# ---- design 1 ----
$ cat src/rtl/fft_spectrum_pkg.sv
`default_nettype none
// ============================================================================
// Module      : fft_spectrum_pkg
// Description : Shared types, constants and the averaging helper for the
//               FFT spectrum consumer stage.
// Revision    : 1.0 - initial release
// ============================================================================
package fft_spectrum_pkg;

    // Frame sequencer states
    typedef enum logic [1:0] {
        ST_WAIT  = 2'd0,
        ST_SHIFT = 2'd1,
        ST_DRAIN = 2'd2
    } fsm_state_e;

    // Cycles with shift=0 after the last shift pulse; the first one lets the
    // final bin through the delayed write pipe, the second flags completion.
    localparam int unsigned DRAIN_CYCLES = 2;

    // Exponential average step: avg + ((x - avg) >>> shamt).
    // Operands are zero-extended magnitudes (width <= 32); the difference
    // is formed one bit wider so it is always representable. The true result
    // lies between avg and x, so a modulo-2^32 add is exact.
    function automatic logic [31:0] avg_next_f(
        input logic [31:0]  avg,
        input logic [31:0]  x,
        input int unsigned  shamt
    );
        logic signed [32:0] diff;
        logic signed [32:0] step;
        diff = $signed({1'b0, x}) - $signed({1'b0, avg});
        step = diff >>> shamt;
        return avg + step[31:0];
    endfunction

endpackage
`default_nettype wire

$ cat src/rtl/fft_bin_update.sv
`default_nettype none
// ============================================================================
// Module      : fft_bin_update
// Description : Combinational per-bin update: exponential average and
//               peak hold (peak restarts from x when i_clr is set).
// Ports       : i_avg, i_peak  - current bank entry
//               i_x            - new bin magnitude
//               i_clr          - restart peak hold for this frame
//               o_avg_next, o_peak_next - values to write back
// Revision    : 1.0 - initial release
// ============================================================================
module fft_bin_update
    import fft_spectrum_pkg::*;
#(
    parameter int unsigned RN        = 16,
    parameter int unsigned AVG_SHIFT = 3
) (
    input  logic [RN-1:0] i_avg,
    input  logic [RN-1:0] i_peak,
    input  logic [RN-1:0] i_x,
    input  logic          i_clr,
    output logic [RN-1:0] o_avg_next,
    output logic [RN-1:0] o_peak_next
);

    assign o_avg_next  = RN'(avg_next_f(32'(i_avg), 32'(i_x), AVG_SHIFT));
    assign o_peak_next = (i_clr || (i_x > i_peak)) ? i_x : i_peak;

endmodule
`default_nettype wire

$ cat src/rtl/fft_spectrum.sv
`default_nettype none
// ============================================================================
// Module      : fft_spectrum
// Description : Periodically shifts SIZE bins out of the FFT magnitude latch
//               and keeps an averaged and a peak-hold value per bin, with a
//               registered random-access read port.
// Ports       : clk, reset (async, active high), enable
//               shift      - to FFT, 1 = shift latch toward bin 0
//               fft_data   - from FFT, magnitude of latch bin 0 (registered)
//               peak_clr   - request peak-hold restart on the next frame
//               rd_addr -> rd_avg / rd_peak (1-cycle latency)
//               frame_done - pulse after last bin of a frame is written
//               busy       - high in SHIFT or DRAIN
// Revision    : 1.0 - initial release
// ============================================================================
module fft_spectrum
    import fft_spectrum_pkg::*;
#(
    parameter int unsigned RN        = 16,
    parameter int unsigned SIZE      = 32,
    parameter int unsigned AW        = $clog2(SIZE),
    parameter int unsigned PERIOD    = 4096,
    parameter int unsigned AVG_SHIFT = 3
) (
    input  logic          clk,
    input  logic          reset,
    input  logic          enable,
    output logic          shift,
    input  logic [RN-1:0] fft_data,
    input  logic          peak_clr,
    input  logic [AW-1:0] rd_addr,
    output logic [RN-1:0] rd_avg,
    output logic [RN-1:0] rd_peak,
    output logic          frame_done,
    output logic          busy
);

    localparam int unsigned   CW            = $clog2(PERIOD);
    localparam logic [CW-1:0] c_PERIOD_LAST = CW'(PERIOD - 1);
    localparam logic [AW-1:0] c_BIN_LAST    = AW'(SIZE - 1);
    localparam logic [0:0]    c_DRAIN_LAST  = 1'(DRAIN_CYCLES - 1);
    localparam logic [1:0]    c_ST_WAIT     = ST_WAIT;
    localparam logic [1:0]    c_ST_SHIFT    = ST_SHIFT;
    localparam logic [1:0]    c_ST_DRAIN    = ST_DRAIN;

    logic [1:0]    r_state;
    logic [CW-1:0] r_period_cnt;
    logic [AW-1:0] r_bin_cnt;
    logic [0:0]    r_drain_cnt;
    logic          r_pend;
    logic          r_clr_frame;
    logic          r_wr_en;
    logic [AW-1:0] r_wr_idx;
    logic [RN-1:0] r_avg  [SIZE];
    logic [RN-1:0] r_peak [SIZE];
    logic [RN-1:0] r_rd_avg;
    logic [RN-1:0] r_rd_peak;

    logic          w_start;
    logic [RN-1:0] w_avg_next;
    logic [RN-1:0] w_peak_next;

    assign w_start    = (r_state == c_ST_WAIT) && (r_period_cnt == c_PERIOD_LAST) && enable;
    // Decoded from registered state so async reset drops them immediately
    assign shift      = (r_state == c_ST_SHIFT);
    assign busy       = (r_state != c_ST_WAIT);
    assign frame_done = (r_state == c_ST_DRAIN) && (r_drain_cnt == c_DRAIN_LAST);
    assign rd_avg     = r_rd_avg;
    assign rd_peak    = r_rd_peak;

    // Frame sequencer, period timer and peak-clear bookkeeping
    always_ff @(posedge clk or posedge reset) begin
        if (reset) begin
            r_state      <= c_ST_WAIT;
            r_period_cnt <= '0;
            r_bin_cnt    <= '0;
            r_drain_cnt  <= '0;
            r_pend       <= 1'b0;
            r_clr_frame  <= 1'b0;
            r_wr_en      <= 1'b0;
            r_wr_idx     <= '0;
        end else begin
            // Timer runs in every state so frame starts stay PERIOD apart
            if (w_start)
                r_period_cnt <= '0;
            else if (r_period_cnt != c_PERIOD_LAST)
                r_period_cnt <= r_period_cnt + CW'(1);

            // A request coinciding with the start stays pending for the next frame
            r_pend <= (r_pend && !w_start) || peak_clr;
            if (w_start)
                r_clr_frame <= r_pend;

            // fft_data lags the shift pulse by one cycle
            r_wr_en  <= shift;
            r_wr_idx <= r_bin_cnt;

            case (r_state)
                c_ST_WAIT: begin
                    if (w_start) begin
                        r_state   <= c_ST_SHIFT;
                        r_bin_cnt <= '0;
                    end
                end
                c_ST_SHIFT: begin
                    if (r_bin_cnt == c_BIN_LAST) begin
                        r_state     <= c_ST_DRAIN;
                        r_bin_cnt   <= '0;
                        r_drain_cnt <= '0;
                    end else begin
                        r_bin_cnt <= r_bin_cnt + AW'(1);
                    end
                end
                c_ST_DRAIN: begin
                    if (r_drain_cnt == c_DRAIN_LAST)
                        r_state <= c_ST_WAIT;
                    else
                        r_drain_cnt <= r_drain_cnt + 1'b1;
                end
                default: r_state <= c_ST_WAIT;
            endcase
        end
    end

    fft_bin_update #(
        .RN        (RN),
        .AVG_SHIFT (AVG_SHIFT)
    ) u_bin_update (
        .i_avg       (r_avg[r_wr_idx]),
        .i_peak      (r_peak[r_wr_idx]),
        .i_x         (fft_data),
        .i_clr       (r_clr_frame),
        .o_avg_next  (w_avg_next),
        .o_peak_next (w_peak_next)
    );

    // Bin bank and read port; a same-cycle read sees the pre-write value
    always_ff @(posedge clk or posedge reset) begin
        if (reset) begin
            for (int i = 0; i < SIZE; i++) begin
                r_avg[i]  <= '0;
                r_peak[i] <= '0;
            end
            r_rd_avg  <= '0;
            r_rd_peak <= '0;
        end else begin
            if (r_wr_en) begin
                r_avg[r_wr_idx]  <= w_avg_next;
                r_peak[r_wr_idx] <= w_peak_next;
            end
            r_rd_avg  <= r_avg[rd_addr];
            r_rd_peak <= r_peak[rd_addr];
        end
    end

endmodule
`default_nettype wire

$ cat config.mk
export PLATFORM = sky130hd
export DESIGN_NAME = fft_spectrum
export DESIGN_NICKNAME = d
export VERILOG_FILES = /design/src/rtl/fft_spectrum_pkg.sv /design/src/rtl/fft_bin_update.sv /design/src/rtl/fft_spectrum.sv
export SDC_FILE = /design/constraint.sdc
export NUM_CORES = 2
export LEC_CHECK = 0
export CAP_MARGIN = 10
export CORE_MARGIN = 10
export CORE_UTILIZATION = 30
export CTS_BUF_LIST = sky130_fd_sc_hd__clkbuf_8
export DETAILED_ROUTE_END_ITERATION = 10
export PLACE_DENSITY = 0.5
export REMOVE_ABC_BUFFERS = 1
export SLEW_MARGIN = 20
export SYNTH_ARGS = -nofsm -noshare
export SYNTH_HDL_FRONTEND = slang
export SYNTH_HIERARCHICAL = 1
export SYNTH_SLANG_ARGS = --single-unit
$ cat constraint.sdc
create_clock -name clk -period 45.4 [get_ports clk]
set_clock_uncertainty 0.1 [all_clocks]
set_input_delay 9.08 -clock clk [delete_from_list [all_inputs] [get_ports clk]]
set_output_delay 9.08 -clock clk [all_outputs]
set_load 0.02 [all_outputs]
Figure 1. Cell density map (design 1).
Scale: 0.5 px per µm. The die is cut into 23 by 23 equal tiles; white is low, dark blue is high, 0 to 100% covered.
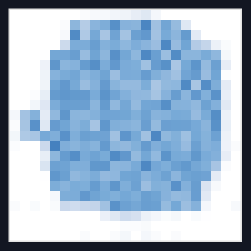
densest ninth of the die = centre
mean over tiles = 29%
fullest tile = 67%
emptiest ninth of the die = south-west
nearly empty tiles = 29%
fin util: 34.0%
core region area: 0.193 mm²
Initial Util: 30.3%

Figure 2. Floorplan with the power grid (design 1).
Scale: 1 px per µm. Pins as bars on the die edge.
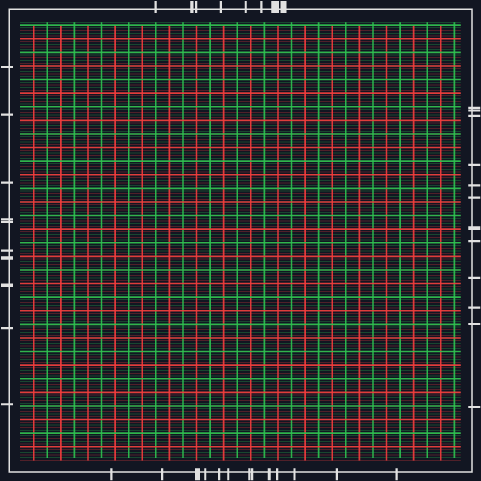
green -> VDD
red -> VSS
signal pins = 60
met5 straps = 32
met1 rails = 162
met4 straps = 32
rows = 161
VDD IR-drop max: 0.120 mV
DIE HEIGHT: 461 µm
Die X: 461 µm

==> impl_metrics.yaml <==
# yosys + openroad results
outcome:
  status: "finished clean"
logic_synthesis:
  ys_sh_mux_pct: 38.7
  synth_cell_types: 66
  top_cells_by_count: "1084 x dfrtp_1, 1027 x mux2_2, 512 x mux2i_1"
global_routing:
  grt_pass1_wl_mm: 296
  grt_pass1_vias: 40700
power_and_ir_drop:
  pg_clk_w: 0.000967
  comb-power_w: 0.00145
final_layout:
  flops: 1084
  seq-cell-share_pct: 41.4
  comb_area_mm2: 0.0296
worst_setup_path:
  worstPathCellList: "buf_8, buf_4, buf_4, buf_4, buf_4, mux2i_1, a22o_1, nor3_1, a31oi_1, nand3_1"
  worstPathMaxFanout: 57
  crit_end: "rd_peak[14]"
drt:
  ant_nets: 0
  num_vias: 39300
  wl_per_cell_um: 29.1
clock_tree:
  htree_levels: 4
timing:
  rsz0062_at_grt: "false"
flow_run:
  warnings: 39
-- placed cells by master, fill, tap and decap left out, drive strengths merged, types with 5 or more instances in the layout --
master,instances
a21o,13
a21oi,121
a22o,65
a22oi,224
a31oi,38
and2,5
and3,6
buf,93
clkbuf,259
clkdlybuf4s50,58
clkinv,17
dfrtp,1084
ha,50
inv,118
mux2,1040
mux2i,512
mux4,256
nand2,142
nand2b,8
nand3,110
nand3b,5
nand4,36
nor2,60
nor3,41
o21a,6
o21ai,25
o31ai,5
or2,6
xnor2,13
xor2,10

# ---- design 2 ----
Figure 3. Floorplan with the power grid (design 2).
Scale: 6 px per µm. Pins as bars on the die edge.
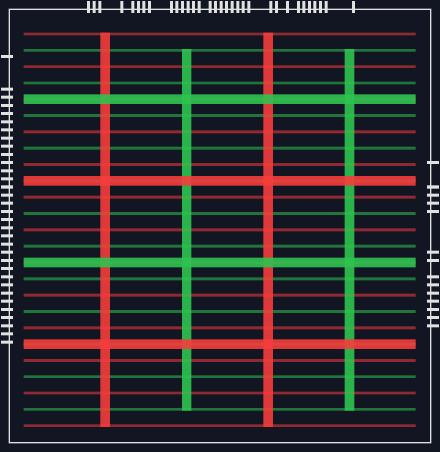
Figure 4. Routing congestion map (design 2).
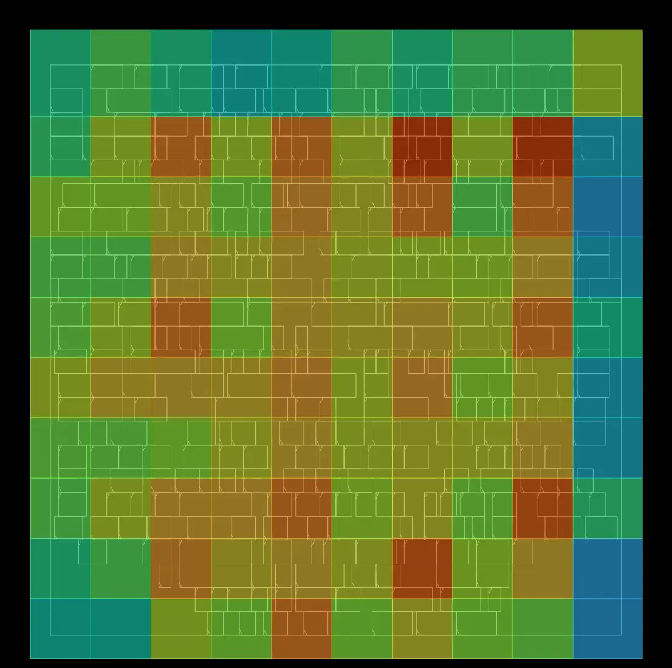
## src/rtl/noc_pkg.sv

```systemverilog
// Shared NoC definitions: flit geometry, node count and arbiter state encoding.
package noc_pkg;

  localparam int unsigned FLIT_W    = 11;
  localparam int unsigned IP_W      = 4;
  localparam int unsigned NUM_NODES = 16;

  // Destination node address sits in the top bits of every flit.
  localparam int unsigned DEST_LSB = 7;
  localparam int unsigned DEST_MSB = DEST_LSB + IP_W - 1;

  typedef enum logic {
    ARB    = 1'b0,
    LOCKED = 1'b1
  } arb_state_t;

  function automatic logic [IP_W-1:0] flit_dest(input logic [FLIT_W-1:0] flit);
    return flit[DEST_MSB:DEST_LSB];
  endfunction

endpackage

```

## src/rtl/noc_port_arbiter_if.sv

```systemverilog
// Requester-side and link-side signals of one router output port.
interface noc_port_arbiter_if #(
  parameter int unsigned N_REQ  = 4,
  parameter int unsigned FLIT_W = 11,
  parameter int unsigned IDX_W  = 2
);

  logic [N_REQ-1:0]             req_valid;
  logic [N_REQ-1:0][FLIT_W-1:0] req_data;
  logic [N_REQ-1:0]             req_tail;
  logic [N_REQ-1:0]             req_enable;
  logic [N_REQ-1:0]             req_ready;
  logic                         out_valid;
  logic [FLIT_W-1:0]            out_data;
  logic                         out_tail;
  logic                         out_ready;
  logic [IDX_W-1:0]             grant_idx;
  logic                         locked;

  modport master (
    output req_valid, req_data, req_tail, req_enable, out_ready,
    input  req_ready, out_valid, out_data, out_tail, grant_idx, locked
  );

  modport slave (
    input  req_valid, req_data, req_tail, req_enable, out_ready,
    output req_ready, out_valid, out_data, out_tail, grant_idx, locked
  );

endinterface

```

## src/rtl/rr_picker.sv

```systemverilog
// Combinational round-robin picker: first set request at or above ptr_i, wrapping.
module rr_picker #(
  parameter int unsigned N     = 4,
  parameter int unsigned IDX_W = 2
) (
  input  logic [N-1:0]     req_i,
  input  logic [IDX_W-1:0] ptr_i,
  output logic [N-1:0]     gnt_o,
  output logic [IDX_W-1:0] idx_o,
  output logic             any_o
);

  int unsigned      pos;
  logic [IDX_W-1:0] pos_idx;

  always_comb begin
    gnt_o   = '0;
    idx_o   = '0;
    any_o   = 1'b0;
    pos     = 0;
    pos_idx = '0;
    for (int unsigned off = 0; off < N; off++) begin
      pos = 32'(ptr_i) + off;
      if (pos >= N) pos = pos - N;
      pos_idx = IDX_W'(pos);
      if (!any_o && req_i[pos_idx]) begin
        any_o          = 1'b1;
        idx_o          = pos_idx;
        gnt_o[pos_idx] = 1'b1;
      end
    end
  end

endmodule

```

## src/rtl/noc_port_arbiter.sv

```systemverilog
// Output-port arbiter: round-robin between requesters, locked per packet, one-entry output reg.
module noc_port_arbiter
  import noc_pkg::*;
#(
  parameter int unsigned N_REQ  = 4,
  parameter int unsigned FLIT_W = noc_pkg::FLIT_W,
  parameter int unsigned IDX_W  = 2
) (
  input logic CLK,
  input logic RESET,
  noc_port_arbiter_if.slave link
);

  arb_state_t        state_q, state_d;
  logic [IDX_W-1:0]  rr_ptr_q, rr_ptr_d;
  logic [IDX_W-1:0]  grant_idx_q, grant_idx_d;
  logic              out_valid_q, out_valid_d;
  logic [FLIT_W-1:0] out_data_q, out_data_d;
  logic              out_tail_q, out_tail_d;

  logic              slot_free;
  logic [N_REQ-1:0]  cand;
  logic [N_REQ-1:0]  pick_gnt;
  logic [IDX_W-1:0]  pick_idx;
  logic              pick_any;
  logic              load;
  logic [IDX_W-1:0]  sel_idx;
  logic              sel_tail;
  logic [N_REQ-1:0]  req_ready;

  // The register can take a new flit whenever it is empty or draining this cycle.
  assign slot_free = !out_valid_q || link.out_ready;
  assign cand      = link.req_valid & link.req_enable;
  assign sel_tail  = link.req_tail[sel_idx];

  rr_picker #(
    .N     (N_REQ),
    .IDX_W (IDX_W)
  ) u_rr_picker (
    .req_i (cand),
    .ptr_i (rr_ptr_q),
    .gnt_o (pick_gnt),
    .idx_o (pick_idx),
    .any_o (pick_any)
  );

  always_ff @(posedge CLK) begin
    if (RESET) begin
      state_q  <= ARB;
      rr_ptr_q <= '0;
    end else begin
      state_q  <= state_d;
      rr_ptr_q <= rr_ptr_d;
    end
  end

  always_comb begin
    state_d  = state_q;
    rr_ptr_d = rr_ptr_q;
    if (load) begin
      if (sel_tail) begin
        state_d  = ARB;
        rr_ptr_d = (sel_idx == IDX_W'(N_REQ - 1)) ? '0 : sel_idx + IDX_W'(1);
      end else begin
        state_d = LOCKED;
      end
    end
  end

  // While locked the owner is served regardless of its enable so packets always complete.
  always_comb begin
    load      = 1'b0;
    sel_idx   = grant_idx_q;
    req_ready = '0;
    if (!RESET) begin
      unique case (state_q)
        ARB: begin
          if (slot_free && pick_any) begin
            load      = 1'b1;
            sel_idx   = pick_idx;
            req_ready = pick_gnt;
          end
        end
        LOCKED: begin
          if (slot_free && link.req_valid[grant_idx_q]) begin
            load                   = 1'b1;
            req_ready[grant_idx_q] = 1'b1;
          end
        end
        default: ;
      endcase
    end
  end

  always_comb begin
    out_valid_d = out_valid_q;
    out_data_d  = out_data_q;
    out_tail_d  = out_tail_q;
    grant_idx_d = grant_idx_q;
    if (load) begin
      out_valid_d = 1'b1;
      out_data_d  = link.req_data[sel_idx];
      out_tail_d  = sel_tail;
      grant_idx_d = sel_idx;
    end else if (link.out_ready) begin
      out_valid_d = 1'b0;
    end
  end

  always_ff @(posedge CLK) begin
    if (RESET) begin
      out_valid_q <= 1'b0;
      out_data_q  <= '0;
      out_tail_q  <= 1'b0;
      grant_idx_q <= '0;
    end else begin
      out_valid_q <= out_valid_d;
      out_data_q  <= out_data_d;
      out_tail_q  <= out_tail_d;
      grant_idx_q <= grant_idx_d;
    end
  end

  assign link.req_ready = req_ready;
  assign link.out_valid = out_valid_q;
  assign link.out_data  = out_data_q;
  assign link.out_tail  = out_tail_q;
  assign link.grant_idx = grant_idx_q;
  assign link.locked    = (state_q == LOCKED);

endmodule

```

## src/flat_wrapper.sv

```systemverilog
// flat-port wrapper written by rule: the top's interface ports become plain ports
module noc_port_arbiter_flat import noc_pkg::*;
#(
  parameter int unsigned N_REQ  = 4,
  parameter int unsigned FLIT_W = noc_pkg::FLIT_W,
  parameter int unsigned IDX_W  = 2
)
  (CLK, RESET, link_req_valid, link_req_data, link_req_tail, link_req_enable, link_out_ready, link_req_ready, link_out_valid, link_out_data, link_out_tail, link_grant_idx, link_locked);
  noc_port_arbiter_if #(.N_REQ(N_REQ), .FLIT_W(FLIT_W), .IDX_W(IDX_W)) link_i ();
  input logic CLK;
  input logic RESET;
  input wire logic [$bits(link_i.req_valid)-1:0] link_req_valid;
  input wire logic [$bits(link_i.req_data)-1:0] link_req_data;
  input wire logic [$bits(link_i.req_tail)-1:0] link_req_tail;
  input wire logic [$bits(link_i.req_enable)-1:0] link_req_enable;
  input wire logic [$bits(link_i.out_ready)-1:0] link_out_ready;
  output wire logic [$bits(link_i.req_ready)-1:0] link_req_ready;
  output wire logic [$bits(link_i.out_valid)-1:0] link_out_valid;
  output wire logic [$bits(link_i.out_data)-1:0] link_out_data;
  output wire logic [$bits(link_i.out_tail)-1:0] link_out_tail;
  output wire logic [$bits(link_i.grant_idx)-1:0] link_grant_idx;
  output wire logic [$bits(link_i.locked)-1:0] link_locked;
  assign link_i.req_valid = link_req_valid;
  assign link_i.req_data = link_req_data;
  assign link_i.req_tail = link_req_tail;
  assign link_i.req_enable = link_req_enable;
  assign link_i.out_ready = link_out_ready;
  assign link_req_ready = link_i.req_ready;
  assign link_out_valid = link_i.out_valid;
  assign link_out_data = link_i.out_data;
  assign link_out_tail = link_i.out_tail;
  assign link_grant_idx = link_i.grant_idx;
  assign link_locked = link_i.locked;
  noc_port_arbiter #(.N_REQ(N_REQ), .FLIT_W(FLIT_W), .IDX_W(IDX_W)) u_core (.CLK(CLK), .RESET(RESET), .link(link_i));
endmodule
```

## config.mk

```make
export PLATFORM = sky130hd
export DESIGN_NAME = noc_port_arbiter_flat
export DESIGN_NICKNAME = d
export VERILOG_FILES = /design/src/rtl/noc_pkg.sv /design/src/rtl/noc_port_arbiter_if.sv /design/src/rtl/rr_picker.sv /design/src/rtl/noc_port_arbiter.sv /design/src/flat_wrapper.sv
export SDC_FILE = /design/constraint.sdc
export NUM_CORES = 1
export LEC_CHECK = 0
export ABC_AREA = 0
export CAP_MARGIN = 25
export CORE_AREA = 2 2 68 70
export CTS_CLUSTER_SIZE = 24
export DETAILED_ROUTE_END_ITERATION = 10
export DIE_AREA = 0 0 70 72
export GPL_TIMING_DRIVEN = 1
export PLACE_DENSITY_LB_ADDON = 0.15
export SLEW_MARGIN = 20
export SYNTH_ARGS = -nofsm -noshare
export SYNTH_HDL_FRONTEND = slang
export SYNTH_SLANG_ARGS = --single-unit
```

## constraint.sdc

```tcl
create_clock -name CLK -period 3.3 [get_ports CLK]
set_input_delay 0.66 -clock CLK [delete_from_list [all_inputs] [get_ports CLK]]
set_output_delay 0.66 -clock CLK [all_outputs]
set_load 0.02 [all_outputs]
```

==> impl_metrics.yaml <==
# yosys + openroad results
outcome:
  status: "finished clean"
drt:
  drc: 0
  avgViaCountPerCell: 5.30
  routed-wl-met2_mm: 2.49
clock_tree:
  root_buffer: "clkbuf_8"
  htree_levels: 1
logic_synthesis:
  yosysWarningCount: 0
  ys_sh_mux_pct: 12.8
  synthMostInstantiatedCell: "inv_1"
min_path:
  hold_path.class: "reg2reg"
placement:
  dp_hpwl_mm: 4.32
  port_buffers: 78
timing:
  holdWs_ps: 477
  max_freq_ghz: 0.314
final_layout:
  final_common_cell: "clkdlybuf4s50_1"
  design_area_mm2: 0.00293
power_and_ir_drop:
  pg_clk_w: 0.000185
  power_switching_w: 0.000472
worst_setup_path:
  max_stage_delay_ps: 480
  worstSetupStartpointType: "input port"
Notes on Figure 3 above:
red -> VSS
green -> VDD
signal pins = 79
met5 straps = 4
met4 straps = 4
DIE HEIGHT: 72 µm
core region area: 0.00426 mm²
Die X: 70 µm

Notes on Figure 4 above:
DR WL/cell: 14.4 µm
M2 GR Usage: 36.0%
layer with the highest usage: met2
met3 GRT Util: 5.83%

## layout make-up
class                   count  share of cell area (%)
clock buffers               4                    1.88
repair buffers            119                    36.9
inverters                  25                    3.20
well taps                  52                    2.22
multi-input cells         166                    43.5
flip-flops and latches     18                    12.3
## state kept, by name (all words and copies together) (netlist names)
| name | cells |
|---|---|
| u_core.link.out_data | 11 |
| u_core.link.out_valid | 1 |
| u_core.link.grant_idx | 2 |
| u_core.link.out_tail | 1 |
| u_core.rr_ptr_q | 2 |
| u_core.link.locked | 1 |
## what timing repair did
item                       CTS  global route
setup buffers                1             1
pin swaps                    7             7
setup endpoints to repair    4             4
gates resized               32             2

# ---- design 3 ----
[src/rtl/ndp_result_upsizer.sv]
// Generic FIFO with registered storage; the head entry drives the read side.
// Latency: a push is visible at pop_dat/pop_vld one cycle later.
// Backpressure: pop only on pop_vld & pop_rdy; push may coincide with pop when full.
module ndp_result_fifo #(
    parameter int WIDTH = 73,
    parameter int DEPTH = 4
) (
    input  logic                     axi_aclk,
    input  logic                     axi_aresetn,
    input  logic                     push_vld,
    input  logic [WIDTH-1:0]         push_dat,
    output logic                     pop_vld,
    output logic [WIDTH-1:0]         pop_dat,
    input  logic                     pop_rdy,
    output logic [$clog2(DEPTH):0]   count_nxt
);
    localparam int AW = $clog2(DEPTH);
    localparam logic [AW:0] DEPTH_C = (AW+1)'(DEPTH);

    logic [WIDTH-1:0] mem [DEPTH];
    logic [AW-1:0]    wr_ptr;
    logic [AW-1:0]    rd_ptr;
    logic [AW:0]      count;
    logic             push;
    logic             pop;

    assign pop     = pop_vld & pop_rdy;
    assign push    = push_vld & ((count != DEPTH_C) | pop);
    assign pop_vld = (count != '0);
    assign pop_dat = mem[rd_ptr];

    always_comb begin
        count_nxt = count;
        case ({push, pop})
            2'b10:   count_nxt = count + 1'b1;
            2'b01:   count_nxt = count - 1'b1;
            default: count_nxt = count;
        endcase
    end

    // Storage is cleared so the read side shows zeros out of reset.
    always_ff @(posedge axi_aclk or negedge axi_aresetn) begin
        if (!axi_aresetn) begin
            for (int i = 0; i < DEPTH; i++) begin
                mem[i] <= '0;
            end
            wr_ptr <= '0;
            rd_ptr <= '0;
            count  <= '0;
        end else begin
            if (push) begin
                mem[wr_ptr] <= push_dat;
                wr_ptr      <= wr_ptr + 1'b1;
            end
            if (pop) begin
                rd_ptr <= rd_ptr + 1'b1;
            end
            count <= count_nxt;
        end
    end
endmodule

// Upsizes the 32-bit NDP result stream to 64-bit beats with optional fp16 ReLU.
// Latency: pairing beat accepted at edge N appears on m_axis after edge N.
// Backpressure: registered s_axis_tready = FIFO has room for the next cycle.
module ndp_result_upsizer #(
    parameter int IN_WIDTH    = 32,
    parameter int LANE_WIDTH  = 16,
    parameter int FRAME_WORDS = 128,
    parameter int FIFO_DEPTH  = 4
) (
    input  logic                    axi_aclk,
    input  logic                    axi_aresetn,
    input  logic [IN_WIDTH-1:0]     s_axis_tdata,
    input  logic                    s_axis_tvalid,
    input  logic                    s_axis_tlast,
    output logic                    s_axis_tready,
    output logic [2*IN_WIDTH-1:0]   m_axis_tdata,
    output logic [IN_WIDTH/4-1:0]   m_axis_tkeep,
    output logic                    m_axis_tvalid,
    output logic                    m_axis_tlast,
    input  logic                    m_axis_tready,
    input  logic                    relu_en,
    input  logic                    clr_stats,
    output logic                    len_err,
    output logic [15:0]             frame_cnt
);
    localparam int OW    = 2 * IN_WIDTH;
    localparam int KEEPW = OW / 8;
    localparam int CNTW  = $clog2(FRAME_WORDS) + 1;
    localparam int FCW   = $clog2(FIFO_DEPTH) + 1;
    localparam logic [CNTW-1:0]  LAST_IDX = CNTW'(FRAME_WORDS - 1);
    localparam logic [FCW-1:0]   DEPTH_C  = FCW'(FIFO_DEPTH);
    localparam logic [KEEPW-1:0] KEEP_LO  = {{(KEEPW/2){1'b0}}, {(KEEPW/2){1'b1}}};
    localparam logic [KEEPW-1:0] KEEP_ALL = '1;

    typedef struct packed {
        logic [OW-1:0]    dat;
        logic [KEEPW-1:0] keep;
        logic             last;
    } out_beat_t;

    typedef enum logic {
        EMPTY = 1'b0,
        HALF  = 1'b1
    } pack_state_t;

    pack_state_t       state_q, state_d;
    logic [IN_WIDTH-1:0] low_q, low_d;
    logic [IN_WIDTH-1:0] word;
    logic [LANE_WIDTH-1:0] lane0, lane1;
    logic [CNTW-1:0]   beat_cnt_q;
    logic              relu_q;
    logic              relu_act;
    logic              s_ready_q;
    logic              acc;
    logic              set_err;
    logic              frame_done;
    logic              push_vld;
    out_beat_t         push_beat;
    out_beat_t         head;
    logic              fifo_vld;
    logic [$bits(out_beat_t)-1:0] fifo_dat;
    logic [FCW-1:0]    fifo_cnt_nxt;

    assign s_axis_tready = s_ready_q;
    assign acc           = s_axis_tvalid & s_ready_q;

    // relu_en is live on the first beat of a frame, then held for the rest.
    assign relu_act = (beat_cnt_q == '0) ? relu_en : relu_q;
    assign lane0    = s_axis_tdata[LANE_WIDTH-1:0];
    assign lane1    = s_axis_tdata[2*LANE_WIDTH-1:LANE_WIDTH];
    assign word     = {(relu_act & lane1[LANE_WIDTH-1]) ? '0 : lane1,
                       (relu_act & lane0[LANE_WIDTH-1]) ? '0 : lane0};

    assign set_err = acc & ((s_axis_tlast & (beat_cnt_q != LAST_IDX)) |
                            (~s_axis_tlast & (beat_cnt_q == LAST_IDX)));

    always_comb begin
        state_d   = state_q;
        low_d     = low_q;
        push_vld  = 1'b0;
        push_beat = '0;
        case (state_q)
            EMPTY: begin
                if (acc) begin
                    if (s_axis_tlast) begin
                        push_vld       = 1'b1;
                        push_beat.dat  = {{IN_WIDTH{1'b0}}, word};
                        push_beat.keep = KEEP_LO;
                        push_beat.last = 1'b1;
                    end else begin
                        low_d   = word;
                        state_d = HALF;
                    end
                end
            end
            HALF: begin
                if (acc) begin
                    push_vld       = 1'b1;
                    push_beat.dat  = {word, low_q};
                    push_beat.keep = KEEP_ALL;
                    push_beat.last = s_axis_tlast;
                    state_d        = EMPTY;
                end
            end
            default: state_d = EMPTY;
        endcase
    end

    ndp_result_fifo #(
        .WIDTH ($bits(out_beat_t)),
        .DEPTH (FIFO_DEPTH)
    ) u_fifo (
        .axi_aclk    (axi_aclk),
        .axi_aresetn (axi_aresetn),
        .push_vld    (push_vld),
        .push_dat    (push_beat),
        .pop_vld     (fifo_vld),
        .pop_dat     (fifo_dat),
        .pop_rdy     (m_axis_tready),
        .count_nxt   (fifo_cnt_nxt)
    );

    assign head          = out_beat_t'(fifo_dat);
    assign m_axis_tdata  = head.dat;
    assign m_axis_tkeep  = head.keep;
    assign m_axis_tlast  = head.last;
    assign m_axis_tvalid = fifo_vld;
    assign frame_done    = fifo_vld & m_axis_tready & head.last;

    always_ff @(posedge axi_aclk or negedge axi_aresetn) begin
        if (!axi_aresetn) begin
            state_q    <= EMPTY;
            low_q      <= '0;
            beat_cnt_q <= '0;
            relu_q     <= 1'b0;
            s_ready_q  <= 1'b0;
            len_err    <= 1'b0;
            frame_cnt  <= '0;
        end else begin
            state_q   <= state_d;
            low_q     <= low_d;
            s_ready_q <= (fifo_cnt_nxt < DEPTH_C);
            if (acc && (beat_cnt_q == '0)) begin
                relu_q <= relu_en;
            end
            // Over-long frames keep counting until the counter saturates.
            if (acc) begin
                if (s_axis_tlast) begin
                    beat_cnt_q <= '0;
                end else if (beat_cnt_q != '1) begin
                    beat_cnt_q <= beat_cnt_q + 1'b1;
                end
            end
            if (clr_stats) begin
                len_err <= 1'b0;
            end else if (set_err) begin
                len_err <= 1'b1;
            end
            if (clr_stats) begin
                frame_cnt <= '0;
            end else if (frame_done) begin
                frame_cnt <= frame_cnt + 1'b1;
            end
        end
    end
endmodule
[config.mk]
export PLATFORM = sky130hd
export DESIGN_NAME = ndp_result_upsizer
export DESIGN_NICKNAME = d
export VERILOG_FILES = /design/src/rtl/ndp_result_upsizer.sv
export SDC_FILE = /design/constraint.sdc
export NUM_CORES = 1
export LEC_CHECK = 0
export ABC_AREA = 1
export CAP_MARGIN = 10
export CORE_ASPECT_RATIO = 2
export CORE_MARGIN = 5
export CORE_UTILIZATION = 40
export DETAILED_ROUTE_END_ITERATION = 10
export SETUP_SLACK_MARGIN = 0.02
export SYNTH_ARGS = -nofsm -noshare
export SYNTH_HDL_FRONTEND = slang
export SYNTH_SLANG_ARGS = --single-unit
[constraint.sdc]
create_clock -name axi_aclk -period 2.8 [get_ports axi_aclk]
set_input_delay 0.28 -clock axi_aclk [delete_from_list [all_inputs] [get_ports axi_aclk]]
set_output_delay 0.28 -clock axi_aclk [all_outputs]
set_load 0.05 [all_outputs]
Figure 5. Clock wires, drivers and flops (design 3).
Scale: 2 px per µm.
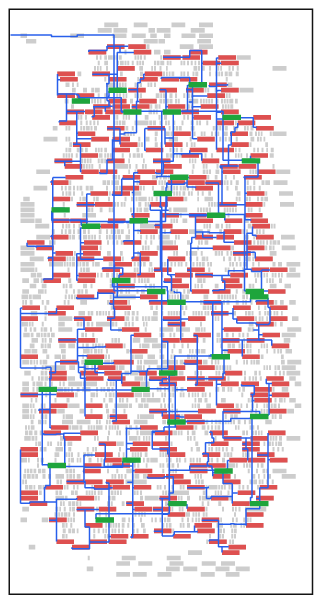
green -> clock-net drivers  # count 31
blue -> clock wires  # length 4280 µm
red -> flip-flops  # count 335
routed clock nets = 32
Clock Power: 0.00456 W
clock power share: 18.1%
clock skew: 47.4 ps

==> impl_metrics.yaml <==
# yosys + openroad results
floorplanning:
  tap_cells: 525
  num_rows: 103
  coreArea_mm2: 0.0394
worst_setup_path:
  reg2reg_setup_slack_ps: 430
  path_buffers: 3
  max_stage_delay_ps: 430
logic_synthesis:
  syn_area_per_cell_um2: 7.74
  yosys.area.top_type: "dfrtp_1"
  yosys_cells: 2050
final_layout:
  seqCellArea_mm2: 0.00839
  drive_above_1_share_pct: 11.3
  largest_register_ffs: 268
placement:
  placed_cell_area_mm2: 0.0186
power_and_ir_drop:
  fin_total_pwr_w: 0.0252
  seqPwrFrac_pct: 28.7
  pwr-share-comb_pct: 53.2
  power_leakage_nw: 10.0
  pwr_density_cell_mw_per_mm2: 1280
drt:
  avgViaCountPerCell: 5.25
  dr.max_layer_used: "met4"
flow_run:
  warnings: 30
global_routing:
  grt_busiest_layer: "met2"
outcome:
  status: "finished clean"
timing:
  rsz0062_at_grt: "false"
  max_freq_ghz: 0.372
Figure 6. Floorplan with the power grid (design 3).
Scale: 2 px per µm. Pins as bars on the die edge.
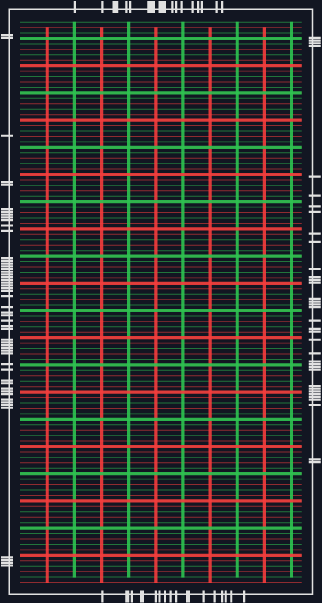
red -> VSS
green -> VDD
met1 rails = 104
met4 straps = 10
DIE HEIGHT: 292 µm
Die X: 151 µm

[logic make-up (layout without fill, tap and decap cells)]
logic type / after synthesis / in the layout / share of synthesized area [%]
AND-OR/OR-AND: 284 / 284 / 9.58
AND/OR/NAND/NOR: 1223 / 1223 / 30.6
multiplexers: 1 / 1 / 0.0710
adder cells (fa/ha/maj): 9 / 9 / 0.757
buffers and inverters: 189 / 304 / 5.64
flip-flops: 335 / 335 / 52.8
XOR/XNOR: 9 / 9 / 0.497

# ---- design 4 ----
Figure 7. Met4 routing (design 4).
Scale: 2 px per µm.
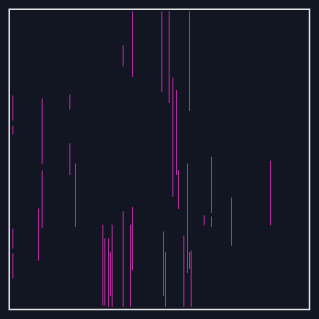
--- src/rtl/uctl_dmatx_if.sv ---
// Signal bundle between the Tx DMA engine and its neighbours: sept control,
// AHB-master read path and local memory interface.
interface uctl_dmatx_if #(
  parameter int CNTR_WD         = 20,
  parameter int DMA_WR_FIFO_ADR = 4,
  parameter int DATA_SIZE       = 32,
  parameter int ADDR_SIZE       = 32
);
  logic [ADDR_SIZE-1:0]     sept2dmaTx_sRdAddr;
  logic [ADDR_SIZE-1:0]     sept2dmaTx_laddrIn;
  logic                     sept2dmaTx_dmaStart;
  logic [CNTR_WD-1:0]       sept2dmaTx_len;
  logic [ADDR_SIZE-1:0]     sept2dmaTx_epStartAddr;
  logic [ADDR_SIZE-1:0]     sept2dmaTx_epEndAddr;
  logic                     sept2dmaTx_sRdWr;
  logic                     dmaTx2sept_dn;
  logic [ADDR_SIZE-1:0]     dmaTx2ahbm_sRdAddr;
  logic                     dmaTx2ahbm_sRdWr;
  logic [CNTR_WD-1:0]       dmaTx2ahbm_len;
  logic                     dmaTx2ahbm_stransEn;
  logic                     ahbm2dmaTx_dn;
  logic [DMA_WR_FIFO_ADR:0] ahbm2dmaTx_fillCnt;
  logic [DATA_SIZE-1:0]     ahbm2dmaTx_data;
  logic                     dmaTx2ahbm_rd;
  logic [ADDR_SIZE-1:0]     dmaTx2mif_addr;
  logic [DATA_SIZE-1:0]     dmaTx2mif_data;
  logic [3:0]               dmaTx2mif_BE;
  logic                     dmaTx2mif_wrReq;
  logic                     mif2dmaTx_ack;

  modport master (
    input  sept2dmaTx_sRdAddr, sept2dmaTx_laddrIn, sept2dmaTx_dmaStart, sept2dmaTx_len,
           sept2dmaTx_epStartAddr, sept2dmaTx_epEndAddr, sept2dmaTx_sRdWr,
           ahbm2dmaTx_dn, ahbm2dmaTx_fillCnt, ahbm2dmaTx_data, mif2dmaTx_ack,
    output dmaTx2sept_dn, dmaTx2ahbm_sRdAddr, dmaTx2ahbm_sRdWr, dmaTx2ahbm_len,
           dmaTx2ahbm_stransEn, dmaTx2ahbm_rd, dmaTx2mif_addr, dmaTx2mif_data,
           dmaTx2mif_BE, dmaTx2mif_wrReq
  );

  modport slave (
    output sept2dmaTx_sRdAddr, sept2dmaTx_laddrIn, sept2dmaTx_dmaStart, sept2dmaTx_len,
           sept2dmaTx_epStartAddr, sept2dmaTx_epEndAddr, sept2dmaTx_sRdWr,
           ahbm2dmaTx_dn, ahbm2dmaTx_fillCnt, ahbm2dmaTx_data, mif2dmaTx_ack,
    input  dmaTx2sept_dn, dmaTx2ahbm_sRdAddr, dmaTx2ahbm_sRdWr, dmaTx2ahbm_len,
           dmaTx2ahbm_stransEn, dmaTx2ahbm_rd, dmaTx2mif_addr, dmaTx2mif_data,
           dmaTx2mif_BE, dmaTx2mif_wrReq
  );
endinterface

--- src/rtl/uctl_dmatx.sv ---
// System-to-local DMA: pops AHB read FIFO words through a one-word hold register
// into the endpoint local buffer, wrapping inside the endpoint window.
module uctl_dmatx #(
  parameter int CNTR_WD   = 20,
  parameter int DATA_SIZE = 32,
  parameter int ADDR_SIZE = 32
) (
  input  logic          core_clk,
  input  logic          uctl_rst_n,
  input  logic          sw_rst,
  uctl_dmatx_if.master  bus
);
  typedef enum logic {IDLE, TRANS} state_t;

  state_t               state_reg;
  logic [ADDR_SIZE-1:0] addr_reg;
  logic [CNTR_WD-1:0]   wr_bytes_reg;
  logic [CNTR_WD-1:0]   pop_words_reg;
  logic                 ahb_done_reg;
  logic [DATA_SIZE-1:0] hold_data_reg;
  logic                 hold_vld_reg;
  logic                 strans_reg;

  logic                 write_done;
  logic                 pop;
  logic                 start_zero;
  logic                 finish;
  logic [CNTR_WD:0]     len_round;
  logic [ADDR_SIZE-1:0] addr_next;

  assign bus.dmaTx2ahbm_sRdAddr = bus.sept2dmaTx_sRdAddr;
  assign bus.dmaTx2ahbm_sRdWr   = bus.sept2dmaTx_sRdWr;
  assign bus.dmaTx2ahbm_len     = bus.sept2dmaTx_len;

  assign write_done = hold_vld_reg & bus.mif2dmaTx_ack;
  // A new word may enter the hold register only when it is empty or draining this cycle.
  assign pop = !sw_rst && (state_reg == TRANS) && (bus.ahbm2dmaTx_fillCnt != '0) &&
               (pop_words_reg != '0) && (!hold_vld_reg || write_done);
  assign start_zero = (state_reg == IDLE) && bus.sept2dmaTx_dmaStart &&
                      (bus.sept2dmaTx_len == '0);
  assign finish = (state_reg == TRANS) && (wr_bytes_reg == '0) && !hold_vld_reg &&
                  (ahb_done_reg || bus.ahbm2dmaTx_dn);
  assign len_round = {1'b0, bus.sept2dmaTx_len} + (CNTR_WD+1)'(3);
  assign addr_next = (addr_reg >= bus.sept2dmaTx_epEndAddr) ? bus.sept2dmaTx_epStartAddr
                                                            : addr_reg + ADDR_SIZE'(4);

  assign bus.dmaTx2ahbm_rd       = pop;
  assign bus.dmaTx2sept_dn       = !sw_rst && (start_zero || finish);
  assign bus.dmaTx2ahbm_stransEn = strans_reg;
  assign bus.dmaTx2mif_wrReq     = hold_vld_reg;
  assign bus.dmaTx2mif_addr      = addr_reg;
  assign bus.dmaTx2mif_data      = hold_data_reg;

  always_comb begin
    bus.dmaTx2mif_BE = 4'b0000;
    if (wr_bytes_reg >= CNTR_WD'(4))      bus.dmaTx2mif_BE = 4'b1111;
    else if (wr_bytes_reg == CNTR_WD'(3)) bus.dmaTx2mif_BE = 4'b0111;
    else if (wr_bytes_reg == CNTR_WD'(2)) bus.dmaTx2mif_BE = 4'b0011;
    else if (wr_bytes_reg == CNTR_WD'(1)) bus.dmaTx2mif_BE = 4'b0001;
  end

  always_ff @(posedge core_clk or negedge uctl_rst_n) begin
    if (!uctl_rst_n) begin
      state_reg     <= IDLE;
      addr_reg      <= '0;
      wr_bytes_reg  <= '0;
      pop_words_reg <= '0;
      ahb_done_reg  <= 1'b0;
      hold_data_reg <= '0;
      hold_vld_reg  <= 1'b0;
      strans_reg    <= 1'b0;
    end else if (sw_rst) begin
      state_reg     <= IDLE;
      addr_reg      <= '0;
      wr_bytes_reg  <= '0;
      pop_words_reg <= '0;
      ahb_done_reg  <= 1'b0;
      hold_data_reg <= '0;
      hold_vld_reg  <= 1'b0;
      strans_reg    <= 1'b0;
    end else begin
      strans_reg <= 1'b0;
      case (state_reg)
        IDLE: begin
          if (bus.sept2dmaTx_dmaStart && bus.sept2dmaTx_len != '0) begin
            state_reg     <= TRANS;
            strans_reg    <= 1'b1;
            addr_reg      <= bus.sept2dmaTx_laddrIn;
            wr_bytes_reg  <= bus.sept2dmaTx_len;
            pop_words_reg <= {1'b0, len_round[CNTR_WD:2]};
            ahb_done_reg  <= 1'b0;
          end
        end
        TRANS: begin
          if (bus.ahbm2dmaTx_dn) ahb_done_reg <= 1'b1;
          if (pop) begin
            hold_data_reg <= bus.ahbm2dmaTx_data;
            hold_vld_reg  <= 1'b1;
            pop_words_reg <= pop_words_reg - CNTR_WD'(1);
          end else if (write_done) begin
            hold_vld_reg <= 1'b0;
          end
          if (write_done) begin
            wr_bytes_reg <= (wr_bytes_reg >= CNTR_WD'(4)) ? wr_bytes_reg - CNTR_WD'(4) : '0;
            addr_reg     <= addr_next;
          end
          if (finish) state_reg <= IDLE;
        end
        default: state_reg <= IDLE;
      endcase
    end
  end
endmodule

--- src/flat_wrapper.sv ---
// flat-port wrapper written by rule: the top's interface ports become plain ports
module uctl_dmatx_flat 
#(
  parameter int CNTR_WD   = 20,
  parameter int DATA_SIZE = 32,
  parameter int ADDR_SIZE = 32
)
  (core_clk, uctl_rst_n, sw_rst, bus_sept2dmaTx_sRdAddr, bus_sept2dmaTx_laddrIn, bus_sept2dmaTx_dmaStart, bus_sept2dmaTx_len, bus_sept2dmaTx_epStartAddr, bus_sept2dmaTx_epEndAddr, bus_sept2dmaTx_sRdWr, bus_ahbm2dmaTx_dn, bus_ahbm2dmaTx_fillCnt, bus_ahbm2dmaTx_data, bus_mif2dmaTx_ack, bus_dmaTx2sept_dn, bus_dmaTx2ahbm_sRdAddr, bus_dmaTx2ahbm_sRdWr, bus_dmaTx2ahbm_len, bus_dmaTx2ahbm_stransEn, bus_dmaTx2ahbm_rd, bus_dmaTx2mif_addr, bus_dmaTx2mif_data, bus_dmaTx2mif_BE, bus_dmaTx2mif_wrReq);
  uctl_dmatx_if #(.CNTR_WD(CNTR_WD), .DMA_WR_FIFO_ADR(4), .DATA_SIZE(DATA_SIZE), .ADDR_SIZE(ADDR_SIZE)) bus_i ();
  input  logic core_clk;
  input  logic uctl_rst_n;
  input  logic sw_rst;
  input wire logic [$bits(bus_i.sept2dmaTx_sRdAddr)-1:0] bus_sept2dmaTx_sRdAddr;
  input wire logic [$bits(bus_i.sept2dmaTx_laddrIn)-1:0] bus_sept2dmaTx_laddrIn;
  input wire logic [$bits(bus_i.sept2dmaTx_dmaStart)-1:0] bus_sept2dmaTx_dmaStart;
  input wire logic [$bits(bus_i.sept2dmaTx_len)-1:0] bus_sept2dmaTx_len;
  input wire logic [$bits(bus_i.sept2dmaTx_epStartAddr)-1:0] bus_sept2dmaTx_epStartAddr;
  input wire logic [$bits(bus_i.sept2dmaTx_epEndAddr)-1:0] bus_sept2dmaTx_epEndAddr;
  input wire logic [$bits(bus_i.sept2dmaTx_sRdWr)-1:0] bus_sept2dmaTx_sRdWr;
  input wire logic [$bits(bus_i.ahbm2dmaTx_dn)-1:0] bus_ahbm2dmaTx_dn;
  input wire logic [$bits(bus_i.ahbm2dmaTx_fillCnt)-1:0] bus_ahbm2dmaTx_fillCnt;
  input wire logic [$bits(bus_i.ahbm2dmaTx_data)-1:0] bus_ahbm2dmaTx_data;
  input wire logic [$bits(bus_i.mif2dmaTx_ack)-1:0] bus_mif2dmaTx_ack;
  output wire logic [$bits(bus_i.dmaTx2sept_dn)-1:0] bus_dmaTx2sept_dn;
  output wire logic [$bits(bus_i.dmaTx2ahbm_sRdAddr)-1:0] bus_dmaTx2ahbm_sRdAddr;
  output wire logic [$bits(bus_i.dmaTx2ahbm_sRdWr)-1:0] bus_dmaTx2ahbm_sRdWr;
  output wire logic [$bits(bus_i.dmaTx2ahbm_len)-1:0] bus_dmaTx2ahbm_len;
  output wire logic [$bits(bus_i.dmaTx2ahbm_stransEn)-1:0] bus_dmaTx2ahbm_stransEn;
  output wire logic [$bits(bus_i.dmaTx2ahbm_rd)-1:0] bus_dmaTx2ahbm_rd;
  output wire logic [$bits(bus_i.dmaTx2mif_addr)-1:0] bus_dmaTx2mif_addr;
  output wire logic [$bits(bus_i.dmaTx2mif_data)-1:0] bus_dmaTx2mif_data;
  output wire logic [$bits(bus_i.dmaTx2mif_BE)-1:0] bus_dmaTx2mif_BE;
  output wire logic [$bits(bus_i.dmaTx2mif_wrReq)-1:0] bus_dmaTx2mif_wrReq;
  assign bus_i.sept2dmaTx_sRdAddr = bus_sept2dmaTx_sRdAddr;
  assign bus_i.sept2dmaTx_laddrIn = bus_sept2dmaTx_laddrIn;
  assign bus_i.sept2dmaTx_dmaStart = bus_sept2dmaTx_dmaStart;
  assign bus_i.sept2dmaTx_len = bus_sept2dmaTx_len;
  assign bus_i.sept2dmaTx_epStartAddr = bus_sept2dmaTx_epStartAddr;
  assign bus_i.sept2dmaTx_epEndAddr = bus_sept2dmaTx_epEndAddr;
  assign bus_i.sept2dmaTx_sRdWr = bus_sept2dmaTx_sRdWr;
  assign bus_i.ahbm2dmaTx_dn = bus_ahbm2dmaTx_dn;
  assign bus_i.ahbm2dmaTx_fillCnt = bus_ahbm2dmaTx_fillCnt;
  assign bus_i.ahbm2dmaTx_data = bus_ahbm2dmaTx_data;
  assign bus_i.mif2dmaTx_ack = bus_mif2dmaTx_ack;
  assign bus_dmaTx2sept_dn = bus_i.dmaTx2sept_dn;
  assign bus_dmaTx2ahbm_sRdAddr = bus_i.dmaTx2ahbm_sRdAddr;
  assign bus_dmaTx2ahbm_sRdWr = bus_i.dmaTx2ahbm_sRdWr;
  assign bus_dmaTx2ahbm_len = bus_i.dmaTx2ahbm_len;
  assign bus_dmaTx2ahbm_stransEn = bus_i.dmaTx2ahbm_stransEn;
  assign bus_dmaTx2ahbm_rd = bus_i.dmaTx2ahbm_rd;
  assign bus_dmaTx2mif_addr = bus_i.dmaTx2mif_addr;
  assign bus_dmaTx2mif_data = bus_i.dmaTx2mif_data;
  assign bus_dmaTx2mif_BE = bus_i.dmaTx2mif_BE;
  assign bus_dmaTx2mif_wrReq = bus_i.dmaTx2mif_wrReq;
  uctl_dmatx #(.CNTR_WD(CNTR_WD), .DATA_SIZE(DATA_SIZE), .ADDR_SIZE(ADDR_SIZE)) u_core (.core_clk(core_clk), .uctl_rst_n(uctl_rst_n), .sw_rst(sw_rst), .bus(bus_i));
endmodule
--- config.mk ---
export PLATFORM = sky130hd
export DESIGN_NAME = uctl_dmatx_flat
export DESIGN_NICKNAME = d
export VERILOG_FILES = /design/src/rtl/uctl_dmatx_if.sv /design/src/rtl/uctl_dmatx.sv /design/src/flat_wrapper.sv
export SDC_FILE = /design/constraint.sdc
export NUM_CORES = 1
export LEC_CHECK = 0
export CAP_MARGIN = 20
export CORE_MARGIN = 4
export CORE_UTILIZATION = 40
export DETAILED_ROUTE_END_ITERATION = 7
export PLACE_DENSITY = 0.78
export SLEW_MARGIN = 15
export SYNTH_ARGS = -nofsm -noshare
export SYNTH_HDL_FRONTEND = slang
export SYNTH_SLANG_ARGS = --single-unit
--- constraint.sdc ---
create_clock -name core_clk -period 2.9 [get_ports core_clk]
set_clock_uncertainty 0.2 [all_clocks]
set_input_delay 0.435 -clock core_clk [delete_from_list [all_inputs] [get_ports core_clk]]
set_output_delay 0.435 -clock core_clk [all_outputs]
set_load 0.05 [all_outputs]
==> impl_metrics.yaml <==
# yosys + openroad results
outcome:
  status: "finished clean"
clock_tree:
  htree_levels: 3
power_and_ir_drop:
  power_switching_w: 0.00194
  seqPwrFrac_pct: 33.9
worst_setup_path:
  worstSetupStartpointType: "input port"
  path_buffers: 4
  crit_end: "bus_dmaTx2ahbm_rd"
placement:
  port_buffers: 250
floorplanning:
  coreArea_mm2: 0.0195
flow_run:
  maxCapViolations: 0
global_routing:
  grt_overflow_total: 0
final_layout:
  largest_class: "multi-input combinational cells"
logic_synthesis:
  synthMostInstantiatedCell: "nand2_1"
  ys_area_mm2: 0.00799
  ys.flops: 108
drt:
  wl_met3_mm: 2.53
Notes on Figure 7 above:
wire length on this layer = 1050 µm
longest straight run = 59.2 µm
Routed WL: 29.1 mm
DR vias: 8728

per-stage QoR:
step	instance area (µm²)	power [W]	hold slack (ps)	instances
after floorplan	8000	0.00302	-60.6	983
after global placement	11300	0.00377	201	1513
after detailed placement	11300	0.00381	205	1513
after CTS	11700	0.00526	314	1532
after global routing	11800	0.00555	330	1539
final	11800	0.00530	307	1539
timing repair:
item,in CTS,in global routing
resized,10,23
setup endpoints to repair,35,28
hold buffers,1,0
setup buffers,2,7
endpoints found under the hold margin,27,0
pin swaps,6,16


==> notes/layouts.md <==
Pictures saved along the way, in no particular order.

Clock wires, drivers and flops.
Plate I
Scale: 8 px per µm.
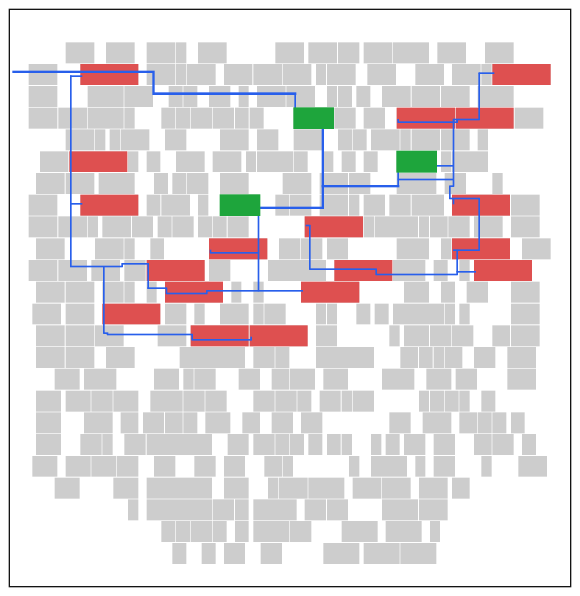
Plate II
Scale: 4 px per µm.
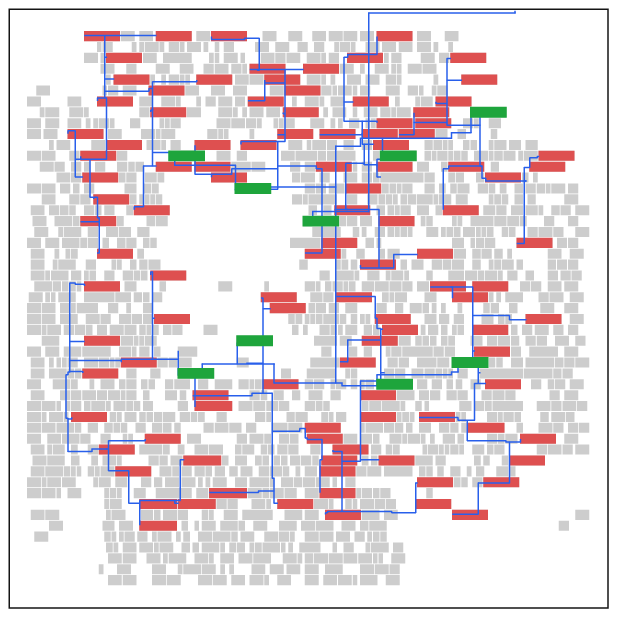
Plate III
Scale: 1 px per µm.
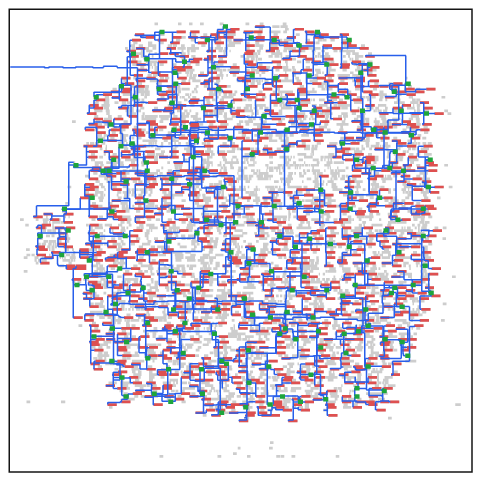
For design 2, see Plate I.
For design 1, see Plate III.
For design 4, see Plate II.

Key to Plate III:
green -> clock-net drivers  # count 199
red -> flip-flops  # count 1084
blue -> clock wires  # length 17400 µm
routed clock nets = 200

No activity file was given, so power comes from the tool's default toggle rates.
